######## rotate_sched ########
Fig. 1: rotate_sched, clock nets
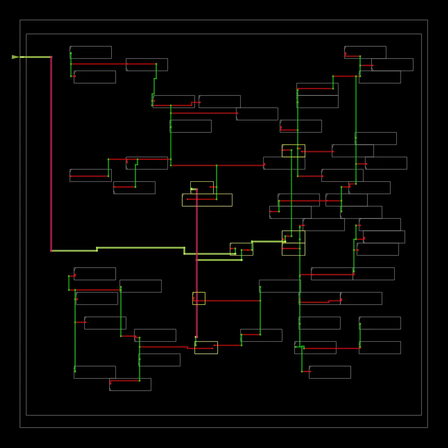
Fig. 2: rotate_sched, drive-strength map
The bar under the picture is 20 um long.
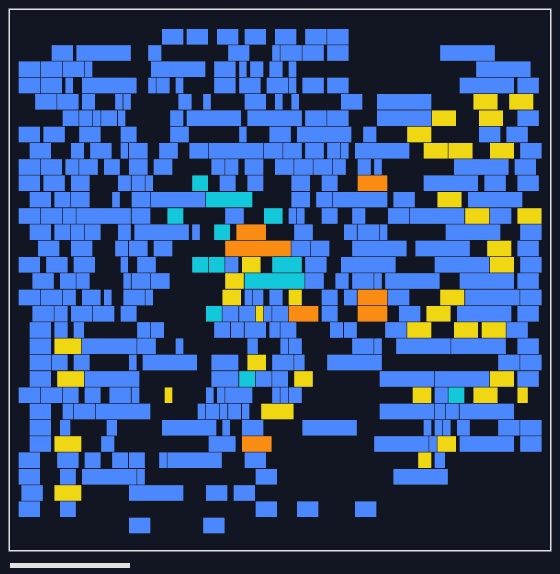
`src/rtl/rotate_sched.sv`:
```
// Round-robin scheduler that shares one rotate datapath between NREQ point requesters.
// Keeps rot_angle constant while tagged points are in flight and switches it only between frames.
module rotate_sched #(
   parameter int unsigned NREQ   = 3,
   parameter int unsigned IDW    = 2,
   parameter int unsigned LAT    = 1,
   parameter int unsigned SETTLE = 1
) (
   input  logic                 clk,
   input  logic                 rst_n,
   input  logic                 frame_start,
   input  logic [9:0]           angle_i,
   input  logic [NREQ-1:0]      req_valid,
   input  logic [NREQ*10-1:0]   req_x,
   input  logic [NREQ*10-1:0]   req_y,
   output logic [NREQ-1:0]      req_ready,
   output logic [9:0]           rot_angle,
   output logic [9:0]           rot_x,
   output logic [9:0]           rot_y,
   input  logic [9:0]           rot_xo,
   input  logic [9:0]           rot_yo,
   output logic                 res_valid,
   output logic [IDW-1:0]       res_id,
   output logic [9:0]           res_x,
   output logic [9:0]           res_y,
   output logic                 busy
);

   localparam int unsigned DW = 10;
   localparam int unsigned CW = (SETTLE < 1) ? 1 : $clog2(SETTLE + 1);

   typedef enum logic [1:0] {ST_RUN, ST_DRAIN, ST_SETTLE} state_t;

   state_t            state_q, state_d;
   logic [IDW-1:0]    ptr_q, ptr_d;
   logic [CW-1:0]     cnt_q, cnt_d;
   logic [DW-1:0]     angle_q, angle_d;
   logic [DW-1:0]     rot_angle_q, rot_angle_d;
   logic [DW-1:0]     last_x_q, last_y_q;
   logic [LAT-1:0]    tag_v_q;
   logic [IDW-1:0]    tag_id_q [LAT];
   logic              busy_q;

   logic              gnt_found;
   logic [IDW-1:0]    gnt_idx;
   logic              gnt;
   logic              tag_any;

   // Lowest-index valid requester at or after the pointer, wrapping
   always_comb begin
      gnt_found = 1'b0;
      gnt_idx   = '0;
      for (int unsigned i = 0; i < NREQ; i++) begin
         if (!gnt_found && req_valid[(32'(ptr_q) + i) % NREQ]) begin
            gnt_found = 1'b1;
            gnt_idx   = IDW'((32'(ptr_q) + i) % NREQ);
         end
      end
   end

   // Grants only in RUN; the frame_start cycle itself is suppressed
   assign gnt       = rst_n && (state_q == ST_RUN) && !frame_start && gnt_found;
   assign req_ready = gnt ? (NREQ'(1) << gnt_idx) : '0;
   assign rot_x     = gnt ? req_x[DW*32'(gnt_idx) +: DW] : last_x_q;
   assign rot_y     = gnt ? req_y[DW*32'(gnt_idx) +: DW] : last_y_q;

   assign ptr_d     = !gnt ? ptr_q :
                      (gnt_idx == IDW'(NREQ - 1)) ? '0 : gnt_idx + IDW'(1);
   assign tag_any   = |tag_v_q;

   // Frame-switch sequencing and angle latch
   always_comb begin
      state_d     = state_q;
      cnt_d       = cnt_q;
      angle_d     = angle_q;
      rot_angle_d = rot_angle_q;
      if (frame_start) begin
         angle_d = angle_i;
      end
      case (state_q)
         ST_RUN: begin
            if (frame_start) begin
               state_d = ST_DRAIN;
            end
         end
         ST_DRAIN: begin
            if (!tag_any) begin
               rot_angle_d = frame_start ? angle_i : angle_q;
               cnt_d       = CW'(SETTLE);
               state_d     = ST_SETTLE;
            end
         end
         ST_SETTLE: begin
            if (frame_start) begin
               state_d = ST_DRAIN;
            end else if (cnt_q == '0) begin
               state_d = ST_RUN;
            end else begin
               cnt_d = cnt_q - CW'(1);
            end
         end
         default: state_d = ST_RUN;
      endcase
   end

   always_ff @(posedge clk or negedge rst_n) begin
      if (!rst_n) begin
         state_q     <= ST_RUN;
         ptr_q       <= '0;
         cnt_q       <= '0;
         angle_q     <= '0;
         rot_angle_q <= '0;
         last_x_q    <= '0;
         last_y_q    <= '0;
         busy_q      <= 1'b0;
         tag_v_q     <= '0;
         for (int unsigned i = 0; i < LAT; i++) begin
            tag_id_q[i] <= '0;
         end
      end else begin
         state_q     <= state_d;
         ptr_q       <= ptr_d;
         cnt_q       <= cnt_d;
         angle_q     <= angle_d;
         rot_angle_q <= rot_angle_d;
         busy_q      <= (state_d != ST_RUN);
         if (gnt) begin
            last_x_q <= rot_x;
            last_y_q <= rot_y;
         end
         // Tag pipeline mirrors the datapath latency
         for (int unsigned i = LAT - 1; i > 0; i--) begin
            tag_v_q[i]  <= tag_v_q[i-1];
            tag_id_q[i] <= tag_id_q[i-1];
         end
         tag_v_q[0]  <= gnt;
         tag_id_q[0] <= gnt_idx;
      end
   end

   assign rot_angle = rot_angle_q;
   assign res_valid = tag_v_q[LAT-1];
   assign res_id    = tag_id_q[LAT-1];
   assign res_x     = rot_xo;
   assign res_y     = rot_yo;
   assign busy      = busy_q;

endmodule

```
`config.mk`:
```
export PLATFORM = sky130hd
export DESIGN_NAME = rotate_sched
export DESIGN_NICKNAME = d
export VERILOG_FILES = /design/src/rtl/rotate_sched.sv
export SDC_FILE = /design/constraint.sdc
export NUM_CORES = 1
export LEC_CHECK = 0
export ABC_CLOCK_PERIOD_IN_PS = 4600
export CAP_MARGIN = 5
export CORE_UTILIZATION = 40
export DETAILED_ROUTE_END_ITERATION = 12
export PLACE_DENSITY = 0.8
export SYNTH_ARGS = -nofsm -noshare
export SYNTH_HDL_FRONTEND = slang
export SYNTH_SLANG_ARGS = --single-unit
```
`constraint.sdc`:
```
create_clock -name clk -period 4.6 [get_ports clk]
set_input_delay 0.46 -clock clk [delete_from_list [all_inputs] [get_ports clk]]
set_output_delay 0.46 -clock clk [all_outputs]
set_load 0.01 [all_outputs]
```
==> flow_metrics.env <==
# source this file to load flow results
export IMPL_path_max_fanout=25
export IMPL_p_sw_mw=1.003
export IMPL_drt_met1_wl_um=3739
export IMPL_antenna_found_initial=0
export IMPL_postCtsSetupRepairBufs=0
export IMPL_synth_dominant_cell_count="dfrtp_1"
export IMPL_common_cells="49 x dfrtp_1, 32 x a31oi_1, 26 x buf_4, 21 x inv_1, 21 x nor2_1"
export IMPL_critPathCaptureType="output pin"
export IMPL_syn_num_nets=415
export IMPL_critical_path_class="reg2out"
export IMPL_nNonClkBuffers=119
export IMPL_final_period_utilization_pct=87.70
export IMPL_status="complete, no violations"
export IMPL_dp_hpwl_um=6126
export IMPL_period_needed_ns=4.034
export IMPL_vdd_drop_max_v=0.0002613
export IMPL_layout_nonclk_buf_share_pct=27.72
export IMPL_ys_seq_share_pct=39.47
export IMPL_cts_hold_buf=0
export IMPL_ys_types=45
## Picture notes: Fig. 1
number of sequential cells: 49
Worst Skew: 0.01243 ns
Num CTS Buffers: 5
clock network power: 0.326 mW
CLK BUF: 6

## Picture notes: Fig. 2
Key: blue = x1 and smaller [cells 338, share 86%, most used clkdlybuf4s50_1]; orange = x6 and larger [cells 7, share 1.8%, most used clkbuf_8]; cyan = x3 and x4 [cells 12, share 3.0%, most used buf_4]; yellow = x2 [cells 37, share 9.4%, most used mux2_2]

-- critical path, stage by stage (launching register included) --
cell,delay [ns]
dfrtp_1,0.39
inv_1,0.09
ha_1,0.48
nand3b_1,0.19
nor2_2,0.61
a22oi_4,0.28
clkinv_4,0.26
nor4_1,0.11
o31ai_1,0.28
clkdlybuf4s50_1,0.58
-- registers in the layout, summed over array words and instances, names as in the netlist, 2 cells and up --
name / flops
last_x_q: 10
state_q: 2
ptr_q: 2
res_id: 2
rot_angle: 10
angle_q: 10
last_y_q: 10

######## calc_seq_ctrl ########
Fig. 3: calc_seq_ctrl, placed cells, one colour a class
The bar under the picture is 20 um long.
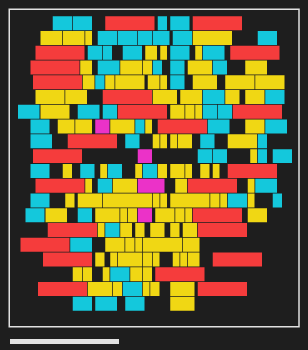
Fig. 4: calc_seq_ctrl, I/O pins on the die edge
Pins as bars across the die edge, other pins in grey.
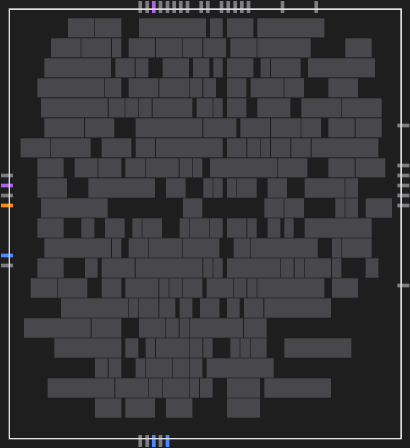
Fig. 5: calc_seq_ctrl, drive-strength map
The bar under the picture is 20 um long.
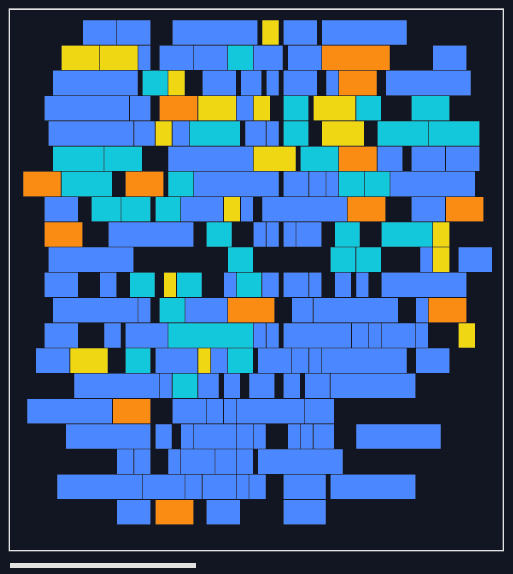
===== src/rtl/calc_seq_ctrl.sv =====
// -----------------------------------------------------------------------------
// calc_seq_ctrl
//   Instruction sequencer for the smallCALC 4 x 3-bit register file. One command
//   (LOAD / ADD / SUB / MOV) is accepted per go pulse while idle. The sequencer
//   reads the source operands from the register file, computes a DW-bit result
//   and writes it back. Only one command is in flight at a time.
//
//   Sequence: IDLE -> READ -> EXEC -> WRITE -> DONE -> IDLE
//             (LOAD goes IDLE -> WRITE directly)
//
// Ports
//   clk    in   1   rising-edge clock
//   rst    in   1   asynchronous, active-high reset
//   go     in   1   start command, sampled only in IDLE
//   op     in   2   00 LOAD, 01 ADD, 10 SUB, 11 MOV
//   s1     in   AW  source A register address
//   s2     in   AW  source B register address (ADD/SUB only)
//   d      in   AW  destination register address
//   imm    in   DW  immediate data for LOAD
//   douta  in   DW  register file read port A data
//   doutb  in   DW  register file read port B data
//   rea    out  1   read enable A
//   reb    out  1   read enable B
//   raa    out  AW  read address A
//   rab    out  AW  read address B
//   we     out  1   write enable, one cycle per command
//   wa     out  AW  write address
//   din    out  DW  write data
//   busy   out  1   command in progress (READ/EXEC/WRITE/DONE)
//   done   out  1   one-cycle completion pulse
//   cflag  out  1   carry (ADD) / borrow (SUB) of the last arithmetic command
// -----------------------------------------------------------------------------
module calc_seq_ctrl #(
    parameter int DW = 3,
    parameter int AW = 2
) (
    input  logic          clk,
    input  logic          rst,
    input  logic          go,
    input  logic [1:0]    op,
    input  logic [AW-1:0] s1,
    input  logic [AW-1:0] s2,
    input  logic [AW-1:0] d,
    input  logic [DW-1:0] imm,
    input  logic [DW-1:0] douta,
    input  logic [DW-1:0] doutb,
    output logic          rea,
    output logic          reb,
    output logic [AW-1:0] raa,
    output logic [AW-1:0] rab,
    output logic          we,
    output logic [AW-1:0] wa,
    output logic [DW-1:0] din,
    output logic          busy,
    output logic          done,
    output logic          cflag
);

    typedef enum logic [2:0] {
        S_IDLE  = 3'd0,
        S_READ  = 3'd1,
        S_EXEC  = 3'd2,
        S_WRITE = 3'd3,
        S_DONE  = 3'd4
    } state_t;

    localparam logic [1:0] OP_LOAD = 2'b00;
    localparam logic [1:0] OP_ADD  = 2'b01;
    localparam logic [1:0] OP_SUB  = 2'b10;
    localparam logic [1:0] OP_MOV  = 2'b11;

    state_t        state_q, state_d;
    logic [1:0]    op_q,    op_d;
    logic [AW-1:0] s1_q,    s1_d;
    logic [AW-1:0] s2_q,    s2_d;
    logic [AW-1:0] d_q,     d_d;
    logic [DW-1:0] imm_q,   imm_d;
    logic [DW-1:0] opa_q,   opa_d;
    logic [DW-1:0] opb_q,   opb_d;
    logic [DW-1:0] res_q,   res_d;
    logic          cflag_q, cflag_d;

    // ADD/SUB use read port B; LOAD and MOV leave it idle.
    logic          uses_b;
    assign uses_b = (op_q == OP_ADD) || (op_q == OP_SUB);

    // -------------------------------------------------------------------------
    // State and datapath registers. Reset clears everything, including the
    // latched command, so a reset mid-command drops any pending write.
    // -------------------------------------------------------------------------
    always_ff @(posedge clk or posedge rst) begin
        if (rst) begin
            state_q <= S_IDLE;
            op_q    <= '0;
            s1_q    <= '0;
            s2_q    <= '0;
            d_q     <= '0;
            imm_q   <= '0;
            opa_q   <= '0;
            opb_q   <= '0;
            res_q   <= '0;
            cflag_q <= 1'b0;
        end else begin
            state_q <= state_d;
            op_q    <= op_d;
            s1_q    <= s1_d;
            s2_q    <= s2_d;
            d_q     <= d_d;
            imm_q   <= imm_d;
            opa_q   <= opa_d;
            opb_q   <= opb_d;
            res_q   <= res_d;
            cflag_q <= cflag_d;
        end
    end

    // -------------------------------------------------------------------------
    // Next-state and register updates
    // -------------------------------------------------------------------------
    always_comb begin
        state_d = state_q;
        op_d    = op_q;
        s1_d    = s1_q;
        s2_d    = s2_q;
        d_d     = d_q;
        imm_d   = imm_q;
        opa_d   = opa_q;
        opb_d   = opb_q;
        res_d   = res_q;
        cflag_d = cflag_q;

        case (state_q)
            S_IDLE: begin
                if (go) begin
                    op_d    = op;
                    s1_d    = s1;
                    s2_d    = s2;
                    d_d     = d;
                    imm_d   = imm;
                    state_d = (op == OP_LOAD) ? S_WRITE : S_READ;
                end
            end
            S_READ: begin
                // Operands are captured here, before WRITE, so a destination
                // that aliases a source still sees the old register value.
                opa_d   = douta;
                opb_d   = uses_b ? doutb : '0;
                state_d = S_EXEC;
            end
            S_EXEC: begin
                case (op_q)
                    OP_ADD: {cflag_d, res_d} = {1'b0, opa_q} + {1'b0, opb_q};
                    OP_SUB: begin
                        res_d   = opa_q - opb_q;
                        cflag_d = (opa_q < opb_q);
                    end
                    default: res_d = opa_q;  // MOV keeps cflag
                endcase
                state_d = S_WRITE;
            end
            S_WRITE: state_d = S_DONE;
            S_DONE:  state_d = S_IDLE;
            default: state_d = S_IDLE;
        endcase
    end

    // -------------------------------------------------------------------------
    // Moore outputs, decoded from registered state only
    // -------------------------------------------------------------------------
    always_comb begin
        rea  = 1'b0;
        reb  = 1'b0;
        raa  = '0;
        rab  = '0;
        we   = 1'b0;
        wa   = '0;
        din  = '0;
        done = 1'b0;
        busy = (state_q != S_IDLE);

        case (state_q)
            S_READ: begin
                rea = 1'b1;
                raa = s1_q;
                if (uses_b) begin
                    reb = 1'b1;
                    rab = s2_q;
                end
            end
            S_WRITE: begin
                we  = 1'b1;
                wa  = d_q;
                din = (op_q == OP_LOAD) ? imm_q : res_q;
            end
            S_DONE:  done = 1'b1;
            default: ;
        endcase
    end

    assign cflag = cflag_q;

endmodule


===== config.mk =====
export PLATFORM = sky130hd
export DESIGN_NAME = calc_seq_ctrl
export DESIGN_NICKNAME = d
export VERILOG_FILES = /design/src/rtl/calc_seq_ctrl.sv
export SDC_FILE = /design/constraint.sdc
export NUM_CORES = 1
export LEC_CHECK = 0
export CAP_MARGIN = 25
export CORE_ASPECT_RATIO = 1.1
export CORE_MARGIN = 1
export CORE_UTILIZATION = 48
export DETAILED_ROUTE_END_ITERATION = 8
export PLACE_DENSITY = 0.84
export SYNTH_ARGS = -nofsm -noshare
export SYNTH_HDL_FRONTEND = slang
export SYNTH_SLANG_ARGS = --single-unit

===== constraint.sdc =====
create_clock -name clk -period 1.78 [get_ports clk]
set_input_delay 0.356 -clock clk [delete_from_list [all_inputs] [get_ports clk]]
set_output_delay 0.356 -clock clk [all_outputs]
set_load 0.01 [all_outputs]

==> flow_metrics.env <==
# source this file to load flow results
export IMPL_p_seq_mw=1.01
export IMPL_layout_top_cell="dfrtp_1"
export IMPL_hold_class="in2async"
export IMPL_io_pins=35
export IMPL_grt_pass1_vias=1273
export IMPL_warnings=33
export IMPL_comb_share_pct=36.48
export IMPL_yosys_area_top_type="dfrtp_1"
export IMPL_seq_area_share_pct=30.61
export IMPL_logic_gate_count=84
export IMPL_p_per_area_nw_per_um2=1827
export IMPL_clk_share_pct=1.849
export IMPL_route_detailed_drc=2
export IMPL_setup_viol=9
export IMPL_ys_sh_xor_pct=0
export IMPL_top_area_share_pct=43.60
export IMPL_status="finished, violations left"
export IMPL_fin_ws_ns=-0.1444
export IMPL_crit_slowest_cell="dfrtp_1"
export IMPL_setup_worst_path_start_class="register"
export IMPL_seq_area_um2=600.6
export IMPL_syn_inst=127
export IMPL_path_buffers=4
export IMPL_finalHoldViolations=0
export IMPL_vdd_drop_max_v=0.001245
export IMPL_place_inst=202
export IMPL_initCoreUtil_pct=50.05
export IMPL_nNonClkBuffers=58
export IMPL_failed_checks="DRC, setup timing"
export IMPL_rsz0062_at_grt="yes"
export IMPL_post_cts_resized=60
export IMPL_ant_nets=0
export IMPL_arrival_ns=1.57
export IMPL_drv_cap=0
Notes on Fig. 3 above:
Key: cyan = remaining buffers and delay cells [cells 58, share of their area 26%]; red = registers [cells 24, share of their area 31%]; yellow = remaining logic cells [cells 100, share of their area 40%]; magenta = clock drivers and dummy loads [cells 4, share of their area 1.9%]

Notes on Fig. 4 above:
Key: purple = s2 [pins 2, direction input, edge 1 left, 1 top]; blue = douta [pins 3, direction input, edge 2 bottom, 1 left]; orange = reb [pins 1, direction output, edge left]

Notes on Fig. 5 above:
Key: blue = x1 and smaller [cells 123, share 66%, most used dfrtp_1]; orange = x6 and larger [cells 13, share 7.0%, most used buf_6]; yellow = x2 [cells 17, share 9.1%, most used buf_2]; cyan = x3 and x4 [cells 33, share 18%, most used buf_4]

==> worst paths after layout <==
check                                end  cells past startpoint       start  slack, ns
min in group clk                 s2_q[1]                      1     s2_q[1]       0.52
worst min-delay path             s2_q[1]                      3         rst       0.37
worst max register to register    d_q[1]                      5  state_q[2]       0.05
max in group asynchronous       res_q[2]                      3         rst       1.17
worst max-delay path              rab[0]                      6  state_q[2]      -0.14
worst min register to register   s2_q[1]                      1     s2_q[1]       0.52
==> kinds of logic after synthesis <==
group,Yosys count
buf+inv,20
fa+ha+maj,11
mux,14
flops,24
compound gates,25
simple gates,33

######## morse_encoder ########
Fig. 6: morse_encoder, clock nets
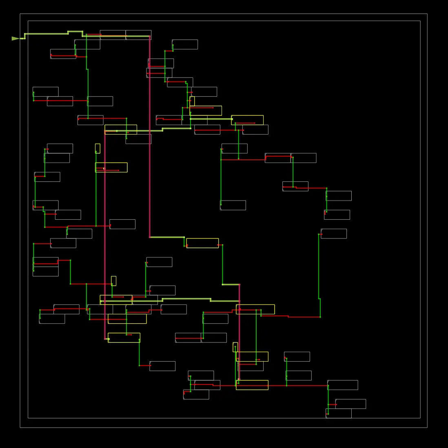
Fig. 7: morse_encoder, M4 wires
The bar under the picture is 20 um long.
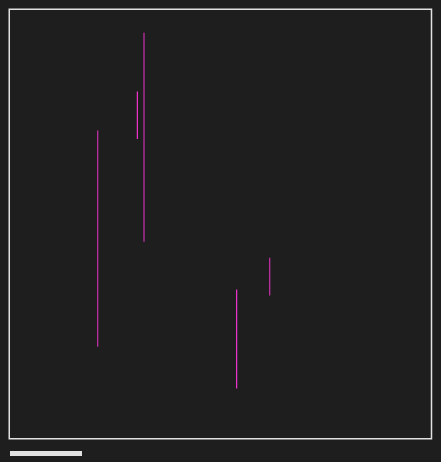
Fig. 8: morse_encoder, routed clock nets over the placement
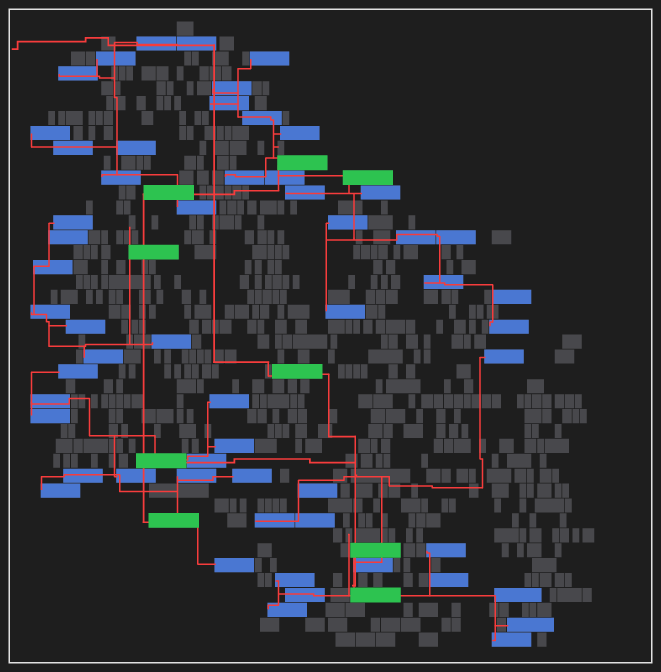
`config.mk`:
```
export PLATFORM = sky130hd
export DESIGN_NAME = morse_encoder
export DESIGN_NICKNAME = d
export VERILOG_FILES = /design/src/rtl/morse_encoder.sv
export SDC_FILE = /design/constraint.sdc
export NUM_CORES = 1
export LEC_CHECK = 0
export ABC_AREA = 1
export CAP_MARGIN = 5
export CORE_AREA = 2 2 115 117
export CTS_BUF_LIST = sky130_fd_sc_hd__clkbuf_16
export CTS_CLUSTER_SIZE = 10
export DETAILED_ROUTE_END_ITERATION = 6
export DIE_AREA = 0 0 117 119
export GPL_ROUTABILITY_DRIVEN = 1
export PLACE_DENSITY = 0.49
export SETUP_SLACK_MARGIN = 0.4
export SLEW_MARGIN = 25
export SYNTH_ARGS = -nofsm -noshare
export SYNTH_HDL_FRONTEND = slang
export SYNTH_SLANG_ARGS = --single-unit
export TNS_END_PERCENT = 10
```
`constraint.sdc`:
```
create_clock -name cclk -period 2.87 [get_ports cclk]
set_input_delay 0.574 -clock cclk [delete_from_list [all_inputs] [get_ports cclk]]
set_output_delay 0.574 -clock cclk [all_outputs]
set_load 0.05 [all_outputs]
```
`src/rtl/morse_encoder.sv`:
```
// morse_encoder
//   Turns ASCII bytes from the UART receiver into a timed Morse key waveform
//   and a per-phase symbol code for the display. One character is in flight
//   at a time. Timing is 1 unit dot, 3 unit dash, 1 unit between symbols,
//   3 units after the last symbol of a character and 7 units for a space.
//
// Parameters
//   DOT_CYCLES  cclk cycles per Morse time unit (>= 2)
//   CNT_W       unit-counter width, must hold 7*DOT_CYCLES
//
// Ports
//   cclk         in   1  system clock
//   reset        in   1  synchronous, active-high
//   char_in      in   8  ASCII byte from receiver
//   char_valid   in   1  char_in valid, held until accepted
//   char_ready   out  1  high only in IDLE
//   key_out      out  1  1 = tone/mark, 0 = silence
//   morse_sym    out  2  00 idle/gap, 01 dot, 10 dash, 11 word gap
//   busy         out  1  inverse of char_ready
//   unsupported  out  1  one-cycle pulse when the accepted byte has no code
//
// state     | meaning
// ----------+--------------------------------------------------------------
// IDLE      | waiting for a byte, char_ready high
// LOAD      | one cycle: ROM lookup on the latched byte
// MARK      | key on for one dot (1 unit) or dash (3 units)
// SYM_GAP   | key off for 1 unit after every mark
// CHAR_GAP  | key off for 2 more units after the last mark
// WORD_GAP  | key off for 7 units, morse_sym = 11 (space character)

module morse_encoder #(
   parameter int unsigned DOT_CYCLES = 5_000_000,
   parameter int unsigned CNT_W      = 32
) (
   input  logic       cclk,
   input  logic       reset,
   input  logic [7:0] char_in,
   input  logic       char_valid,
   output logic       char_ready,
   output logic       key_out,
   output logic [1:0] morse_sym,
   output logic       busy,
   output logic       unsupported
);

   typedef enum logic [2:0] {
      ST_IDLE,
      ST_LOAD,
      ST_MARK,
      ST_SYM_GAP,
      ST_CHAR_GAP,
      ST_WORD_GAP
   } state_t;

   localparam logic [CNT_W-1:0] ONE       = CNT_W'(1);
   localparam logic [CNT_W-1:0] LAST_1U   = CNT_W'(DOT_CYCLES)     - ONE;
   localparam logic [CNT_W-1:0] LAST_2U   = CNT_W'(2 * DOT_CYCLES) - ONE;
   localparam logic [CNT_W-1:0] LAST_3U   = CNT_W'(3 * DOT_CYCLES) - ONE;
   localparam logic [CNT_W-1:0] LAST_7U   = CNT_W'(7 * DOT_CYCLES) - ONE;

   localparam logic [1:0] SYM_NONE = 2'b00;
   localparam logic [1:0] SYM_DOT  = 2'b01;
   localparam logic [1:0] SYM_DASH = 2'b10;
   localparam logic [1:0] SYM_WORD = 2'b11;

   state_t           state_q,  state_d;
   logic [7:0]       char_q,   char_d;
   logic [4:0]       pat_q,    pat_d;
   logic [2:0]       idx_q,    idx_d;
   logic [CNT_W-1:0] cnt_q,    cnt_d;
   logic             key_q,    key_d;
   logic [1:0]       sym_q,    sym_d;
   logic             ready_q,  ready_d;
   logic             busy_q,   busy_d;
   logic             unsup_q,  unsup_d;

   logic [7:0]       fold_char;
   logic [2:0]       rom_len;
   logic [4:0]       rom_pat;
   logic             is_space;
   logic [CNT_W-1:0] phase_last;
   logic             phase_done;

   // Lower-case letters share the upper-case codes.
   always_comb begin
      fold_char = char_q;
      if (char_q >= 8'h61 && char_q <= 8'h7A) begin
         fold_char = char_q - 8'h20;
      end
   end

   assign is_space = (char_q == 8'h20);

   // Pattern is left-aligned: the first symbol sits in bit 4 and the
   // pattern is shifted left after every mark. 1 = dash, 0 = dot.
   // len = 0 marks a byte without a code.
   always_comb begin
      rom_len = 3'd0;
      rom_pat = 5'b00000;
      case (fold_char)
         8'h41: begin rom_len = 3'd2; rom_pat = 5'b01000; end // A .-
         8'h42: begin rom_len = 3'd4; rom_pat = 5'b10000; end // B -...
         8'h43: begin rom_len = 3'd4; rom_pat = 5'b10100; end // C -.-.
         8'h44: begin rom_len = 3'd3; rom_pat = 5'b10000; end // D -..
         8'h45: begin rom_len = 3'd1; rom_pat = 5'b00000; end // E .
         8'h46: begin rom_len = 3'd4; rom_pat = 5'b00100; end // F ..-.
         8'h47: begin rom_len = 3'd3; rom_pat = 5'b11000; end // G --.
         8'h48: begin rom_len = 3'd4; rom_pat = 5'b00000; end // H ....
         8'h49: begin rom_len = 3'd2; rom_pat = 5'b00000; end // I ..
         8'h4A: begin rom_len = 3'd4; rom_pat = 5'b01110; end // J .---
         8'h4B: begin rom_len = 3'd3; rom_pat = 5'b10100; end // K -.-
         8'h4C: begin rom_len = 3'd4; rom_pat = 5'b01000; end // L .-..
         8'h4D: begin rom_len = 3'd2; rom_pat = 5'b11000; end // M --
         8'h4E: begin rom_len = 3'd2; rom_pat = 5'b10000; end // N -.
         8'h4F: begin rom_len = 3'd3; rom_pat = 5'b11100; end // O ---
         8'h50: begin rom_len = 3'd4; rom_pat = 5'b01100; end // P .--.
         8'h51: begin rom_len = 3'd4; rom_pat = 5'b11010; end // Q --.-
         8'h52: begin rom_len = 3'd3; rom_pat = 5'b01000; end // R .-.
         8'h53: begin rom_len = 3'd3; rom_pat = 5'b00000; end // S ...
         8'h54: begin rom_len = 3'd1; rom_pat = 5'b10000; end // T -
         8'h55: begin rom_len = 3'd3; rom_pat = 5'b00100; end // U ..-
         8'h56: begin rom_len = 3'd4; rom_pat = 5'b00010; end // V ...-
         8'h57: begin rom_len = 3'd3; rom_pat = 5'b01100; end // W .--
         8'h58: begin rom_len = 3'd4; rom_pat = 5'b10010; end // X -..-
         8'h59: begin rom_len = 3'd4; rom_pat = 5'b10110; end // Y -.--
         8'h5A: begin rom_len = 3'd4; rom_pat = 5'b11000; end // Z --..
         8'h30: begin rom_len = 3'd5; rom_pat = 5'b11111; end // 0 -----
         8'h31: begin rom_len = 3'd5; rom_pat = 5'b01111; end // 1 .----
         8'h32: begin rom_len = 3'd5; rom_pat = 5'b00111; end // 2 ..---
         8'h33: begin rom_len = 3'd5; rom_pat = 5'b00011; end // 3 ...--
         8'h34: begin rom_len = 3'd5; rom_pat = 5'b00001; end // 4 ....-
         8'h35: begin rom_len = 3'd5; rom_pat = 5'b00000; end // 5 .....
         8'h36: begin rom_len = 3'd5; rom_pat = 5'b10000; end // 6 -....
         8'h37: begin rom_len = 3'd5; rom_pat = 5'b11000; end // 7 --...
         8'h38: begin rom_len = 3'd5; rom_pat = 5'b11100; end // 8 ---..
         8'h39: begin rom_len = 3'd5; rom_pat = 5'b11110; end // 9 ----.
         default: begin rom_len = 3'd0; rom_pat = 5'b00000; end
      endcase
   end

   // Terminal count of the phase currently running.
   always_comb begin
      phase_last = '0;
      case (state_q)
         ST_MARK:     phase_last = pat_q[4] ? LAST_3U : LAST_1U;
         ST_SYM_GAP:  phase_last = LAST_1U;
         ST_CHAR_GAP: phase_last = LAST_2U;
         ST_WORD_GAP: phase_last = LAST_7U;
         default:     phase_last = '0;
      endcase
   end

   assign phase_done = (cnt_q == phase_last);

   always_comb begin
      state_d = state_q;
      char_d  = char_q;
      pat_d   = pat_q;
      idx_d   = idx_q;
      cnt_d   = '0;
      unsup_d = 1'b0;

      case (state_q)
         ST_IDLE: begin
            if (char_valid && ready_q) begin
               char_d  = char_in;
               state_d = ST_LOAD;
            end
         end

         ST_LOAD: begin
            if (is_space) begin
               state_d = ST_WORD_GAP;
            end else if (rom_len == 3'd0) begin
               unsup_d = 1'b1;
               state_d = ST_IDLE;
            end else begin
               pat_d   = rom_pat;
               idx_d   = rom_len;
               state_d = ST_MARK;
            end
         end

         ST_MARK: begin
            cnt_d = phase_done ? '0 : cnt_q + ONE;
            if (phase_done) begin
               pat_d   = {pat_q[3:0], 1'b0};
               idx_d   = idx_q - 3'd1;
               state_d = ST_SYM_GAP;
            end
         end

         ST_SYM_GAP: begin
            cnt_d = phase_done ? '0 : cnt_q + ONE;
            if (phase_done) begin
               state_d = (idx_q != 3'd0) ? ST_MARK : ST_CHAR_GAP;
            end
         end

         ST_CHAR_GAP, ST_WORD_GAP: begin
            cnt_d = phase_done ? '0 : cnt_q + ONE;
            if (phase_done) begin
               state_d = ST_IDLE;
            end
         end

         default: begin
            state_d = ST_IDLE;
         end
      endcase

      // Outputs are registered from the next state so they line up with it.
      key_d   = (state_d == ST_MARK);
      ready_d = (state_d == ST_IDLE);
      busy_d  = ~ready_d;
      case (state_d)
         ST_MARK:     sym_d = pat_d[4] ? SYM_DASH : SYM_DOT;
         ST_WORD_GAP: sym_d = SYM_WORD;
         default:     sym_d = SYM_NONE;
      endcase
   end

   always_ff @(posedge cclk) begin
      if (reset) begin
         state_q <= ST_IDLE;
         char_q  <= 8'h00;
         pat_q   <= 5'b00000;
         idx_q   <= 3'd0;
         cnt_q   <= '0;
         key_q   <= 1'b0;
         sym_q   <= SYM_NONE;
         ready_q <= 1'b1;
         busy_q  <= 1'b0;
         unsup_q <= 1'b0;
      end else begin
         state_q <= state_d;
         char_q  <= char_d;
         pat_q   <= pat_d;
         idx_q   <= idx_d;
         cnt_q   <= cnt_d;
         key_q   <= key_d;
         sym_q   <= sym_d;
         ready_q <= ready_d;
         busy_q  <= busy_d;
         unsup_q <= unsup_d;
      end
   end

   assign char_ready  = ready_q;
   assign key_out     = key_q;
   assign morse_sym   = sym_q;
   assign busy        = busy_q;
   assign unsupported = unsup_q;

endmodule

```
==> flow_metrics.env <==
# source this file to load flow results
export IMPL_status="complete, no violations"
export IMPL_fp_dieW_um=117
export IMPL_dominant_cells="logic gates"
export IMPL_synth_async_reset_ratio_pct=0
export IMPL_finalWirelength_um=9564
export IMPL_arrival_ns=2.48
export IMPL_synth_warnings=0
export IMPL_cts_buffer_depth=2
export IMPL_drv_slew=0
export IMPL_total_power_mw=3.499
export IMPL_layout_nonclk_buf_share_pct=5.827
export IMPL_maxSlewHeadroom_pct=66.68
export IMPL_antenna_found_initial=0
export IMPL_cp_required_ns=3.09
export IMPL_final_period_utilization_pct=78.64
export IMPL_postCtsSetupRepairBufs=0
export IMPL_tap_cells=176
export IMPL_warnings=36
export IMPL_ys_types=41
export IMPL_synth_area_yosys_um2=3598
export IMPL_synth_avg_cell_area_um2=6.472
export IMPL_synth_dominant_cell_count="nand2_1"
export IMPL_syn2layout_area_growth_pct=22.91
export IMPL_area_leaders="dfxtp_1 32%, nand2_1 14%, inv_1 7.6%"
export IMPL_syn_num_nets=579
export IMPL_post_cts_resized=3
export IMPL_ys_sh_mux_pct=0
export IMPL_final_area_um2=4423
export IMPL_drt_iter0_drc=239
export IMPL_setup_worst_path_start_class="register"
export IMPL_initCoreUtil_pct=27.95
export IMPL_path_common_cell="nor2_2"
export IMPL_setup_tns_ns=0
export IMPL_p_per_area_nw_per_um2=791.1
export IMPL_port_buffers=16
export IMPL_fmax_ghz=0.4431
export IMPL_ys_seq_share_pct=31.71
export IMPL_route_detailed_drc=0
export IMPL_finalHoldViolations=0
export IMPL_route_met2_wl_um=4517
export IMPL_grt_pass1_wl_um=16320
export IMPL_io_pins=17
export IMPL_largest_reg_flops=32
export IMPL_drt_first_pass_iters=4
export IMPL_synth_edff_count=0
export IMPL_yosys_area_top_type="dfxtp_1"
export IMPL_grt_overflow=0
export IMPL_critPathCaptureType="register"
export IMPL_use_met1_pct=19.77
export IMPL_chipArea_um2=13920
export IMPL_nNonClkInverters=79
export IMPL_wl_per_cell_um=12.50
export IMPL_numCtsBuffers=9
## Picture notes: Fig. 6
number of sequential cells: 57
clock network power: 1.09 mW

## Picture notes: Fig. 7
The layer carries 168 um of wire. 4 nets have wire on it. The wires run mostly vertical. The longest straight run is 59.8 um.

## Picture notes: Fig. 8
Key: red = clock wires [length 957 um]; blue = flip-flops [count 57]; green = clock-net drivers [count 9]
Position of the flops: all over the die. There are 10 routed clock nets.

==> where the power goes <==
group	switching, mW	total, mW	internal (mW)
sequential	0.0992	0.981	0.881
clock	0.353	1.09	0.741
combinational	0.943	1.42	0.481
total	1.40	3.50	2.10
==> path summary, 6_finish.rpt <==
| path | cells after the start | slack, ns | to | start |
|---|---|---|---|---|
| max reg2reg | 15 | 0.61 | cnt_q[30] | cnt_q[0] |
| min reg2reg | 1 | 0.46 | cnt_q[0] | cnt_q[0] |
| min | 1 | 0.46 | cnt_q[0] | cnt_q[0] |
| max | 15 | 0.61 | cnt_q[30] | cnt_q[0] |

######## led_effect_engine_flat ########
===== config.mk =====
export PLATFORM = sky130hd
export DESIGN_NAME = led_effect_engine_flat
export DESIGN_NICKNAME = d
export VERILOG_FILES = /design/src/rtl/led_effect_engine_if.sv /design/src/rtl/led_effect_engine.sv /design/src/flat_wrapper.sv
export SDC_FILE = /design/constraint.sdc
export NUM_CORES = 2
export LEC_CHECK = 0
export ABC_AREA = 1
export CAP_MARGIN = 20
export CORE_ASPECT_RATIO = 1.4
export CORE_UTILIZATION = 60
export CTS_CLUSTER_SIZE = 30
export DETAILED_ROUTE_END_ITERATION = 8
export GPL_TIMING_DRIVEN = 0
export HOLD_SLACK_MARGIN = 0.08
export PLACE_DENSITY_LB_ADDON = 0.05
export SLEW_MARGIN = 20
export SYNTH_ARGS = -nofsm -noshare
export SYNTH_HDL_FRONTEND = slang
export SYNTH_SLANG_ARGS = --single-unit

===== constraint.sdc =====
create_clock -name clk -period 13.5 [get_ports clk]
set_clock_uncertainty 0.2 [all_clocks]
set_input_delay 2.7 -clock clk [delete_from_list [all_inputs] [get_ports clk]]
set_output_delay 2.7 -clock clk [all_outputs]
set_load 0.005 [all_outputs]

===== src/rtl/led_effect_engine_if.sv =====
// Effect-select handshake between the piano control logic and the LED effect engine.
// The requester holds effect_sel/effect_valid until it sees effect_ready.
interface led_effect_engine_if;
  logic [3:0] effect_sel;
  logic       effect_valid;
  logic       effect_ready;

  modport master (output effect_sel, output effect_valid, input effect_ready);
  modport slave  (input effect_sel, input effect_valid, output effect_ready);
endinterface


===== src/rtl/led_effect_engine.sv =====
// PWM LED effect generator with a gain crossfade on every effect change.
// Effects are rendered per LED, scaled by the global gain, then compared against a free-running PWM counter.
module led_effect_engine #(
  parameter int NUM_LEDS   = 16,
  parameter int PWM_BITS   = 8,
  parameter int TICK_DIV   = 8192,
  parameter int FADE_STEP  = 16,
  parameter int DECAY_STEP = 8
) (
  input  logic                clk,
  input  logic                rst_n,
  led_effect_engine_if.slave  effect,
  input  logic [NUM_LEDS-1:0] key_state,
  input  logic [15:0]         tone,
  output logic [NUM_LEDS-1:0] led_out,
  output logic [3:0]          cur_effect,
  output logic                frame_strobe
);

  localparam int PRE_W   = $clog2(TICK_DIV);
  localparam int CHASE_W = $clog2(NUM_LEDS);
  localparam logic [PWM_BITS-1:0] LVL_MAX = '1;
  localparam logic [PWM_BITS-1:0] DECAY   = PWM_BITS'(DECAY_STEP);
  localparam logic [7:0]          FADE    = 8'(FADE_STEP);
  localparam logic [4:0]          LAST    = 5'(NUM_LEDS - 1);

  typedef enum logic [1:0] {RUN, FADE_OUT, SWITCH, FADE_IN} state_t;

  state_t               state, state_next;
  logic [7:0]           gain, gain_next;
  logic [3:0]           pending, pending_next;
  logic [3:0]           cur_effect_next;
  logic                 clear_keys;
  logic                 ready;

  logic [PRE_W-1:0]     prescaler;
  logic                 tick;
  logic [7:0]           phase;
  logic [CHASE_W-1:0]   chase_pos;
  logic [15:0]          lfsr;
  logic [PWM_BITS-1:0]  pwm_cnt;

  logic [7:0]           breathe_tri;
  logic [PWM_BITS+7:0]  breathe_wide;
  logic [PWM_BITS-1:0]  breathe_lvl;
  logic [4:0]           bar_top;
  logic [8:0]           gain_p1;

  assign tick = (prescaler == PRE_W'(TICK_DIV - 1));

  // Shared timebase: tick prescaler, effect phase, chase position, sparkle LFSR and PWM counter.
  always_ff @(posedge clk) begin
    if (!rst_n) begin
      prescaler    <= '0;
      phase        <= '0;
      chase_pos    <= '0;
      lfsr         <= 16'hACE1;
      pwm_cnt      <= '0;
      frame_strobe <= 1'b0;
    end else begin
      pwm_cnt      <= pwm_cnt + 1'b1;
      frame_strobe <= (pwm_cnt == '0);
      lfsr         <= {lfsr[0] ^ lfsr[2] ^ lfsr[3] ^ lfsr[5], lfsr[15:1]};
      if (tick) begin
        prescaler <= '0;
        phase     <= phase + 1'b1;
        if (phase[1:0] == 2'b11)
          chase_pos <= (chase_pos == CHASE_W'(NUM_LEDS - 1)) ? '0 : chase_pos + 1'b1;
      end else begin
        prescaler <= prescaler + 1'b1;
      end
    end
  end

  always_ff @(posedge clk) begin
    if (!rst_n) begin
      state      <= RUN;
      gain       <= 8'hFF;
      pending    <= '0;
      cur_effect <= '0;
    end else begin
      state      <= state_next;
      gain       <= gain_next;
      pending    <= pending_next;
      cur_effect <= cur_effect_next;
    end
  end

  // Crossfade controller: a request for the effect already shown is absorbed without a fade.
  always_comb begin
    state_next      = state;
    gain_next       = gain;
    pending_next    = pending;
    cur_effect_next = cur_effect;
    clear_keys      = 1'b0;
    ready           = 1'b0;
    case (state)
      RUN: begin
        ready = 1'b1;
        if (effect.effect_valid && (effect.effect_sel != cur_effect)) begin
          pending_next = effect.effect_sel;
          state_next   = FADE_OUT;
        end
      end
      FADE_OUT: begin
        if (gain == 8'h00)
          state_next = SWITCH;
        else if (tick)
          gain_next = (gain > FADE) ? gain - FADE : 8'h00;
      end
      SWITCH: begin
        cur_effect_next = pending;
        clear_keys      = 1'b1;
        state_next      = FADE_IN;
      end
      FADE_IN: begin
        if (gain == 8'hFF)
          state_next = RUN;
        else if (tick)
          gain_next = (gain > (8'hFF - FADE)) ? 8'hFF : gain + FADE;
      end
      default: state_next = RUN;
    endcase
  end

  assign effect.effect_ready = ready;

  assign breathe_tri  = phase[7] ? ~{phase[6:0], 1'b0} : {phase[6:0], 1'b0};
  assign breathe_wide = {breathe_tri, {PWM_BITS{1'b0}}};
  assign breathe_lvl  = PWM_BITS'(breathe_wide >> 8);
  assign bar_top      = ({1'b0, tone[3:0]} > LAST) ? LAST : {1'b0, tone[3:0]};
  assign gain_p1      = {1'b0, gain} + 9'd1;

  for (genvar g = 0; g < NUM_LEDS; g++) begin : g_led
    logic                spark;
    logic [PWM_BITS-1:0] key_level;
    logic [PWM_BITS-1:0] raw;
    logic [PWM_BITS+8:0] scaled;
    logic [PWM_BITS-1:0] out_level;
    logic                drive;

    // Per-LED state: sparkle bit snapshot on tick and the KEYS decay level.
    always_ff @(posedge clk) begin
      if (!rst_n) begin
        spark     <= 1'b0;
        key_level <= '0;
        drive     <= 1'b0;
      end else begin
        if (tick)
          spark <= lfsr[g % 16];
        if (clear_keys)
          key_level <= '0;
        else if (key_state[g])
          key_level <= LVL_MAX;
        else if (tick)
          key_level <= (key_level > DECAY) ? key_level - DECAY : '0;
        drive <= (pwm_cnt < out_level);
      end
    end

    always_comb begin
      raw = '0;
      case (cur_effect)
        4'd1:    raw = breathe_lvl;
        4'd2:    raw = (chase_pos == CHASE_W'(g)) ? LVL_MAX : '0;
        4'd3:    raw = spark ? LVL_MAX : '0;
        4'd4:    raw = key_level;
        4'd5:    raw = ((tone != 16'h0000) && (5'(g) <= bar_top)) ? LVL_MAX : '0;
        default: raw = '0;
      endcase
    end

    assign scaled     = (PWM_BITS+9)'(raw) * (PWM_BITS+9)'(gain_p1);
    assign out_level  = PWM_BITS'(scaled >> 8);
    assign led_out[g] = drive;
  end

endmodule


===== src/flat_wrapper.sv =====
// flat-port wrapper written by rule: the top's interface ports become plain ports
module led_effect_engine_flat 
#(
  parameter int NUM_LEDS   = 16,
  parameter int PWM_BITS   = 8,
  parameter int TICK_DIV   = 8192,
  parameter int FADE_STEP  = 16,
  parameter int DECAY_STEP = 8
)
  (clk, rst_n, key_state, tone, led_out, cur_effect, frame_strobe, effect_effect_sel, effect_effect_valid, effect_effect_ready);
  led_effect_engine_if effect_i ();
  input  logic clk;
  input  logic rst_n;
  input  logic [NUM_LEDS-1:0] key_state;
  input  logic [15:0] tone;
  output logic [NUM_LEDS-1:0] led_out;
  output logic [3:0] cur_effect;
  output logic frame_strobe;
  input wire logic [$bits(effect_i.effect_sel)-1:0] effect_effect_sel;
  input wire logic [$bits(effect_i.effect_valid)-1:0] effect_effect_valid;
  output wire logic [$bits(effect_i.effect_ready)-1:0] effect_effect_ready;
  assign effect_i.effect_sel = effect_effect_sel;
  assign effect_i.effect_valid = effect_effect_valid;
  assign effect_effect_ready = effect_i.effect_ready;
  led_effect_engine #(.NUM_LEDS(NUM_LEDS), .PWM_BITS(PWM_BITS), .TICK_DIV(TICK_DIV), .FADE_STEP(FADE_STEP), .DECAY_STEP(DECAY_STEP)) u_core (.clk(clk), .rst_n(rst_n), .effect(effect_i), .key_state(key_state), .tone(tone), .led_out(led_out), .cur_effect(cur_effect), .frame_strobe(frame_strobe));
endmodule

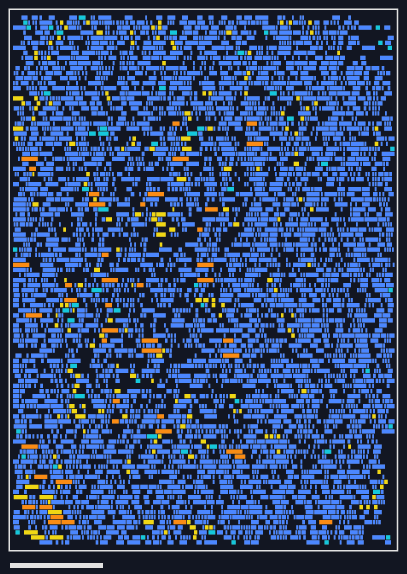
Fig. 9. Drive-strength map (led_effect_engine_flat).
The bar under the picture is 50 um long.
Key: blue = x1 and smaller [cells 4,801, share 94%, most used inv_1]; orange = x6 and larger [cells 44, share 0.87%, most used clkbuf_16]; yellow = x2 [cells 183, share 3.6%, most used nand2_2]; cyan = x3 and x4 [cells 55, share 1.1%, most used buf_4]

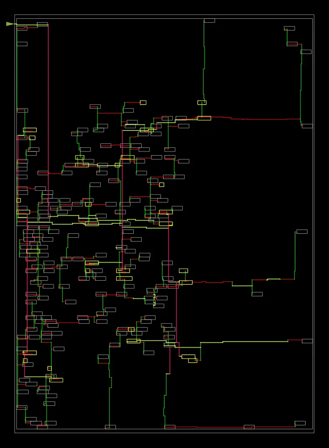
Fig. 10. Clock nets (led_effect_engine_flat).
clk latency of the worst-skew pair: 0.52 ns
number of sequential cells: 193
CLK BUF: 17
clock network power: 0.571 mW

==> flow_metrics.env <==
# source this file to load flow results
export IMPL_ys_sh_xor_pct=4.759
export IMPL_cts_tree="done"
export IMPL_route_met2_wl_um=53610
export IMPL_use_met1_pct=46.04
export IMPL_path_max_fanout=10
export IMPL_instances_no_fill=5837
export IMPL_critPathCaptureType="register"
export IMPL_comb_power_share_pct=47.7
export IMPL_nNonClkBuffers=219
export IMPL_layout_nonclk_buf_share_pct=3.892
export IMPL_top_register="u_core.g_led.key_level"
export IMPL_synth_area_yosys_um2=35810
export IMPL_drt_iter0_drc=2747
export IMPL_grt_use_met2_pct=65.09
export IMPL_setup_tns_ns=0
export IMPL_finalWirelength_um=117900
export IMPL_antenna_cells=5
export IMPL_dpl_cell_area_um2=37560
export IMPL_num_vias=33140
export IMPL_final_cell_mix="990 x inv_1, 830 x nor2_1, 726 x nand2_1"
export IMPL_rows=105
export IMPL_cp_required_ns=13.64
export IMPL_min_from="u_core.lfsr[7]"
export IMPL_status="complete, no violations"
export IMPL_cts_buffer_depth=2
export IMPL_layout_nets=6055
export IMPL_crit_path_start="u_core.gain[2]"
export IMPL_path_depth=26
export IMPL_initCoreUtil_pct=60.84
export IMPL_max_stage_delay_ns=0.94
export IMPL_crit_family="buffers and inverters"
export IMPL_drt_met1_wl_um=45090
export IMPL_crit_slowest_cell="clkbuf_1"
export IMPL_antenna_found_initial=3
export IMPL_ys_seq_share_pct=10.79
export IMPL_synth_flops=193
export IMPL_dp_slack_ns=4.255
export IMPL_hold_class="reg2reg"
export IMPL_route_top_layer_used="met5"
export IMPL_drv_slew=0
export IMPL_tap_cells=749
export IMPL_seq_area_um2=3872
export IMPL_tightest_slew_ns=1.287
export IMPL_cts_root_buf="clkbuf_16"
export IMPL_fa_ha_area_share_pct=39.43
export IMPL_critical_path_class="reg2reg"
export IMPL_intPower_mw=1.360
export IMPL_fp_dieW_um=208.5
export IMPL_p_sw_mw=1.146
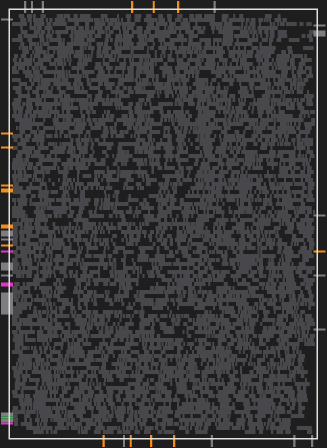
Fig. 11. I/O pins on the die edge (led_effect_engine_flat).
Pins as bars across the die edge, other pins in grey.
Key: orange = key_state [pins 16, direction input, edge 8 left, 4 bottom, 3 top, 1 right]; magenta = cur_effect [pins 4, direction output, edge left]; green = effect_effect_valid [pins 1, direction input, edge left]
All pins by edge: 38 left, 8 right, 8 bottom, 7 top.

## cell usage after synthesis (8+ instances only)
cell      number
clkbuf_1     100
a31oi_1       21
nand2_1      726
dfxtp_1      193
buf_2         14
o21ai_0      101
nor2_4        14
o21bai_1       9
a21oi_1      294
inv_1        990
nor2_2        12
o211ai_1      26
nand3_1      114
a21oi_2        8
nand4_1       24
nor3_1        42
nand3_2       14
xnor2_1      106
ha_1         642
nor2_1       830
nand3b_1      13
or2_2         29
a41oi_1       29
buf_4         20
a211oi_1      50
buf_1         11
fa_1         304
nand2_2       55
nand2_4       11
xor2_1        83

######## stat_display ########
Fig. 12: stat_display, drive-strength map
The bar under the picture is 20 um long.
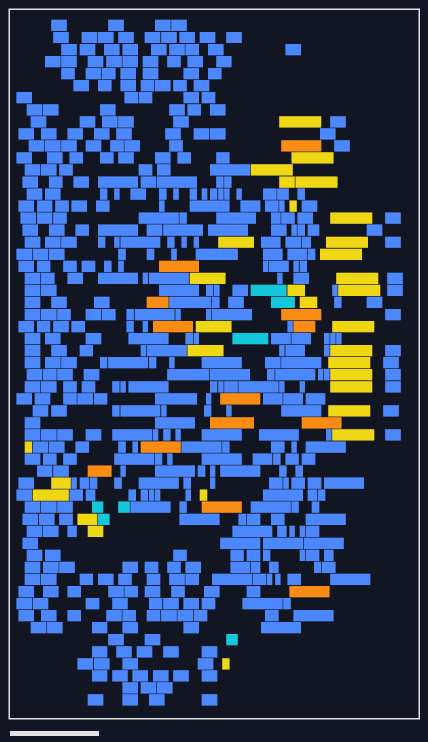
### src/rtl/stat_display.sv
// Scans one selected 32-bit statistics counter onto an 8-digit common-anode hex display.
// Optional leading-zero blanking is enabled by defining STAT_DISPLAY_BLANK_EN.
module stat_display #(
    parameter int SCAN_DIV = 17
) (
    input  logic        clk,
    input  logic        rst,
    input  logic [2:0]  sel,
    input  logic [31:0] total_cycles,
    input  logic [31:0] uncondi_num,
    input  logic [31:0] condi_num,
    input  logic [31:0] condi_suc_num,
    input  logic [31:0] SyscallOut,
    input  logic        halt,
    output logic [7:0]  an,
    output logic [6:0]  seg,
    output logic        dp
);

    localparam logic [SCAN_DIV-1:0] DIV_MAX = {SCAN_DIV{1'b1}};
    localparam logic [SCAN_DIV-1:0] DIV_ONE = SCAN_DIV'(1);

    logic [SCAN_DIV-1:0] div_q, div_d;
    logic [2:0]          idx_q, idx_d;
    logic [31:0]         shown_q, shown_d;
    logic [7:0]          an_q, an_d;
    logic [6:0]          seg_q, seg_d;
    logic                dp_q, dp_d;
    logic                term_cnt, frame_end;
    logic [31:0]         sel_val;
    logic [31:0]         shifted;

    function automatic logic [6:0] hexseg(input logic [3:0] nib);
        logic [6:0] s;
        case (nib)
            4'h0: s = 7'h40;  4'h1: s = 7'h79;  4'h2: s = 7'h24;  4'h3: s = 7'h30;
            4'h4: s = 7'h19;  4'h5: s = 7'h12;  4'h6: s = 7'h02;  4'h7: s = 7'h78;
            4'h8: s = 7'h00;  4'h9: s = 7'h10;  4'hA: s = 7'h08;  4'hB: s = 7'h03;
            4'hC: s = 7'h46;  4'hD: s = 7'h21;  4'hE: s = 7'h06;  default: s = 7'h0E;
        endcase
        return s;
    endfunction

`ifdef STAT_DISPLAY_BLANK_EN
    logic [2:0] msd_q, msd_d;

    // Index of the most significant nonzero nibble; 0 for a zero value.
    function automatic logic [2:0] msd_of(input logic [31:0] v);
        logic [2:0] m;
        m = 3'd0;
        for (int i = 1; i < 8; i++) begin
            if (v[4*i +: 4] != 4'h0) m = 3'(i);
        end
        return m;
    endfunction
`endif

    always_comb begin
        term_cnt  = (div_q == DIV_MAX);
        frame_end = term_cnt && (idx_q == 3'd7);
        div_d     = div_q + DIV_ONE;
        idx_d     = term_cnt ? idx_q + 3'd1 : idx_q;

        case (sel)
            3'd0:    sel_val = total_cycles;
            3'd1:    sel_val = uncondi_num;
            3'd2:    sel_val = condi_num;
            3'd3:    sel_val = condi_suc_num;
            3'd4:    sel_val = SyscallOut;
            default: sel_val = 32'h0;
        endcase

        // Snapshot only at the frame boundary so a frame never mixes two values.
        shown_d = frame_end ? sel_val : shown_q;
        shifted = shown_q >> {idx_q, 2'b00};

        an_d  = ~(8'b1 << idx_q);
        seg_d = hexseg(shifted[3:0]);
        dp_d  = ~(halt && (idx_q == 3'd0));

`ifdef STAT_DISPLAY_BLANK_EN
        msd_d = frame_end ? msd_of(sel_val) : msd_q;
        if (idx_q > msd_q) seg_d = 7'h7F;
`endif
    end

    always_ff @(posedge clk or negedge rst) begin
        if (!rst) begin
            div_q   <= '0;
            idx_q   <= 3'd0;
            shown_q <= 32'h0;
            an_q    <= 8'hFF;
            seg_q   <= 7'h7F;
            dp_q    <= 1'b1;
`ifdef STAT_DISPLAY_BLANK_EN
            msd_q   <= 3'd0;
`endif
        end else begin
            div_q   <= div_d;
            idx_q   <= idx_d;
            shown_q <= shown_d;
            an_q    <= an_d;
            seg_q   <= seg_d;
            dp_q    <= dp_d;
`ifdef STAT_DISPLAY_BLANK_EN
            msd_q   <= msd_d;
`endif
        end
    end

    assign an  = an_q;
    assign seg = seg_q;
    assign dp  = dp_q;

endmodule
### config.mk
export PLATFORM = sky130hd
export DESIGN_NAME = stat_display
export DESIGN_NICKNAME = d
export VERILOG_FILES = /design/src/rtl/stat_display.sv
export SDC_FILE = /design/constraint.sdc
export NUM_CORES = 1
export LEC_CHECK = 0
export CAP_MARGIN = 25
export CORE_ASPECT_RATIO = 1.75
export CORE_UTILIZATION = 28
export CTS_CLUSTER_DIAMETER = 150
export DETAILED_ROUTE_END_ITERATION = 12
export GPL_ROUTABILITY_DRIVEN = 0
export SYNTH_ARGS = -nofsm -noshare
export SYNTH_HDL_FRONTEND = slang
export SYNTH_SLANG_ARGS = --single-unit
### constraint.sdc
create_clock -name clk -period 5.19 [get_ports clk]
set_clock_uncertainty 0.05 [all_clocks]
set_input_delay 0.519 -clock clk [delete_from_list [all_inputs] [get_ports clk]]
set_output_delay 0.519 -clock clk [all_outputs]
set_load 0.01 [all_outputs]
==> flow_metrics.env <==
# source this file to load flow results
export IMPL_path_clk_slew_ns=0.05
export IMPL_area_leaders="dfrtp_1 33%, dfstp_2 11%, mux2i_1 9.8%"
export IMPL_numCtsBuffers=9
export IMPL_status="complete, no violations"
export IMPL_route_met2_wl_um=6658
export IMPL_synth_flops=68
export IMPL_synth_area_yosys_um2=3989
export IMPL_use_met1_pct=18.06
export IMPL_seq_area_um2=1722
export IMPL_grt_max_degree=69
export IMPL_p_sw_mw=0.2791
export IMPL_grt_use_met2_pct=30.63
export IMPL_intPower_mw=1.023
export IMPL_port_buffers=181
export IMPL_synth_warnings=0
export IMPL_yosys_area_top_type="dfrtp_1"
export IMPL_drv_slew=0
export IMPL_drv_cap=0
export IMPL_p_seq_share_pct=40.9
export IMPL_ys_seq_share_pct=43.16
export IMPL_final_period_utilization_pct=55.14
export IMPL_drt_met1_wl_um=4280
export IMPL_top_logic_kind="AND-OR/OR-AND gates"
export IMPL_postCtsSetupRepairBufs=0
## Picture notes: Fig. 12
Key: orange = x6 and larger [cells 13, share 2.4%, most used clkbuf_16]; cyan = x3 and x4 [cells 7, share 1.3%, most used buf_4]; blue = x1 and smaller [cells 492, share 91%, most used clkdlybuf4s50_1]; yellow = x2 [cells 31, share 5.7%, most used dfstp_2]

-- worst reg2reg max path, stage by stage, from the launching register on --
cell     delay, ns
dfrtp_1       0.42
and4_1        0.28
and3_1        0.24
nand2_1       0.10
nor3_1        0.14
ha_1          0.32
nand3_1       0.73
o21ai_0       0.46
-- power groups by stage --
stage	Combinational [mW]	Sequential (mW)	Clock, mW
floorplan	0.0589	0.541	0
global route	0.232	0.532	0.594
global placement	0.213	0.541	0
detailed placement	0.216	0.541	0
finish	0.214	0.532	0.555
CTS	0.216	0.532	0.571


==> notes/layouts.md <==
Pictures saved along the way, in no particular order.

Routed clock nets over the placement.
picture 1
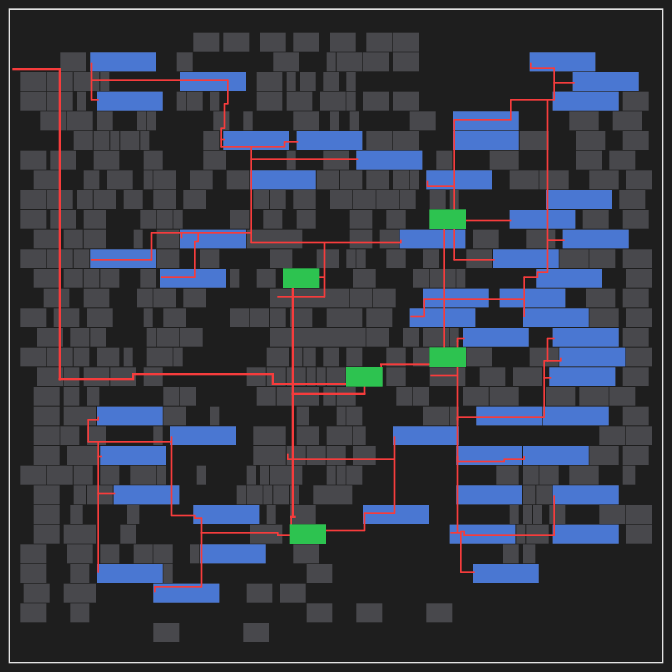
picture 2
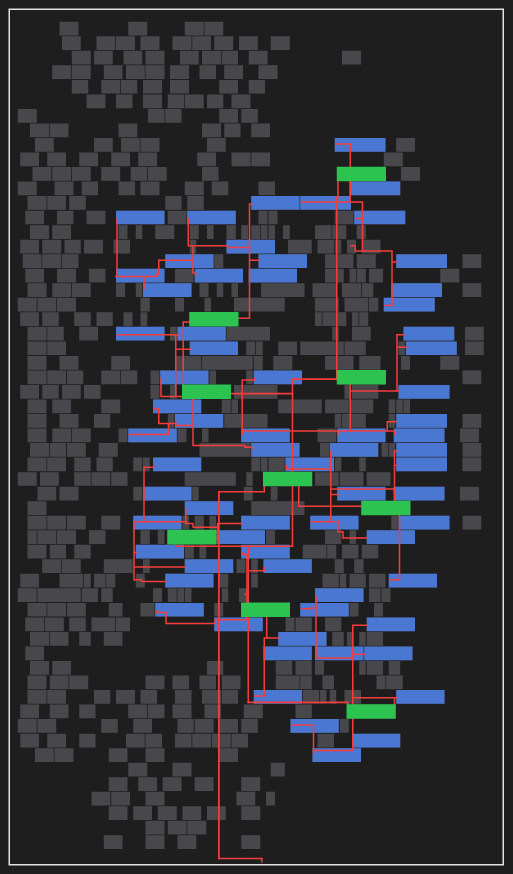
picture 3
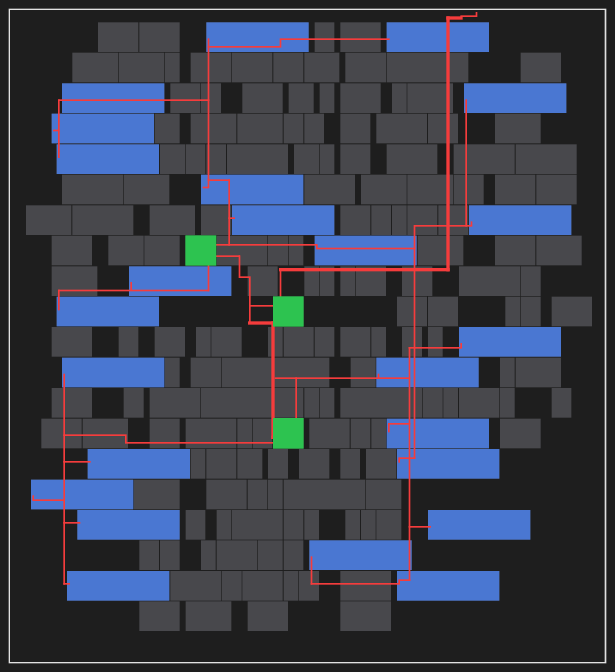
picture 4
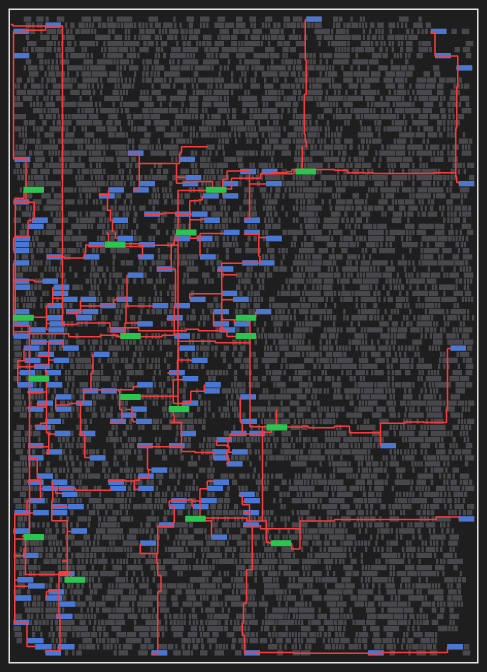
| from | picture |
|---|---|
| rotate_sched | picture 1 |
| stat_display | picture 2 |
| calc_seq_ctrl | picture 3 |
| led_effect_engine_flat | picture 4 |
Of these, fewest sequential cells: picture 3

Key to picture 1:
Key: red = clock wires [length 666 um]; green = clock-net drivers [count 5]; blue = flip-flops [count 49]
There are 6 routed clock nets.

Power is estimated from default activity; no workload was simulated.
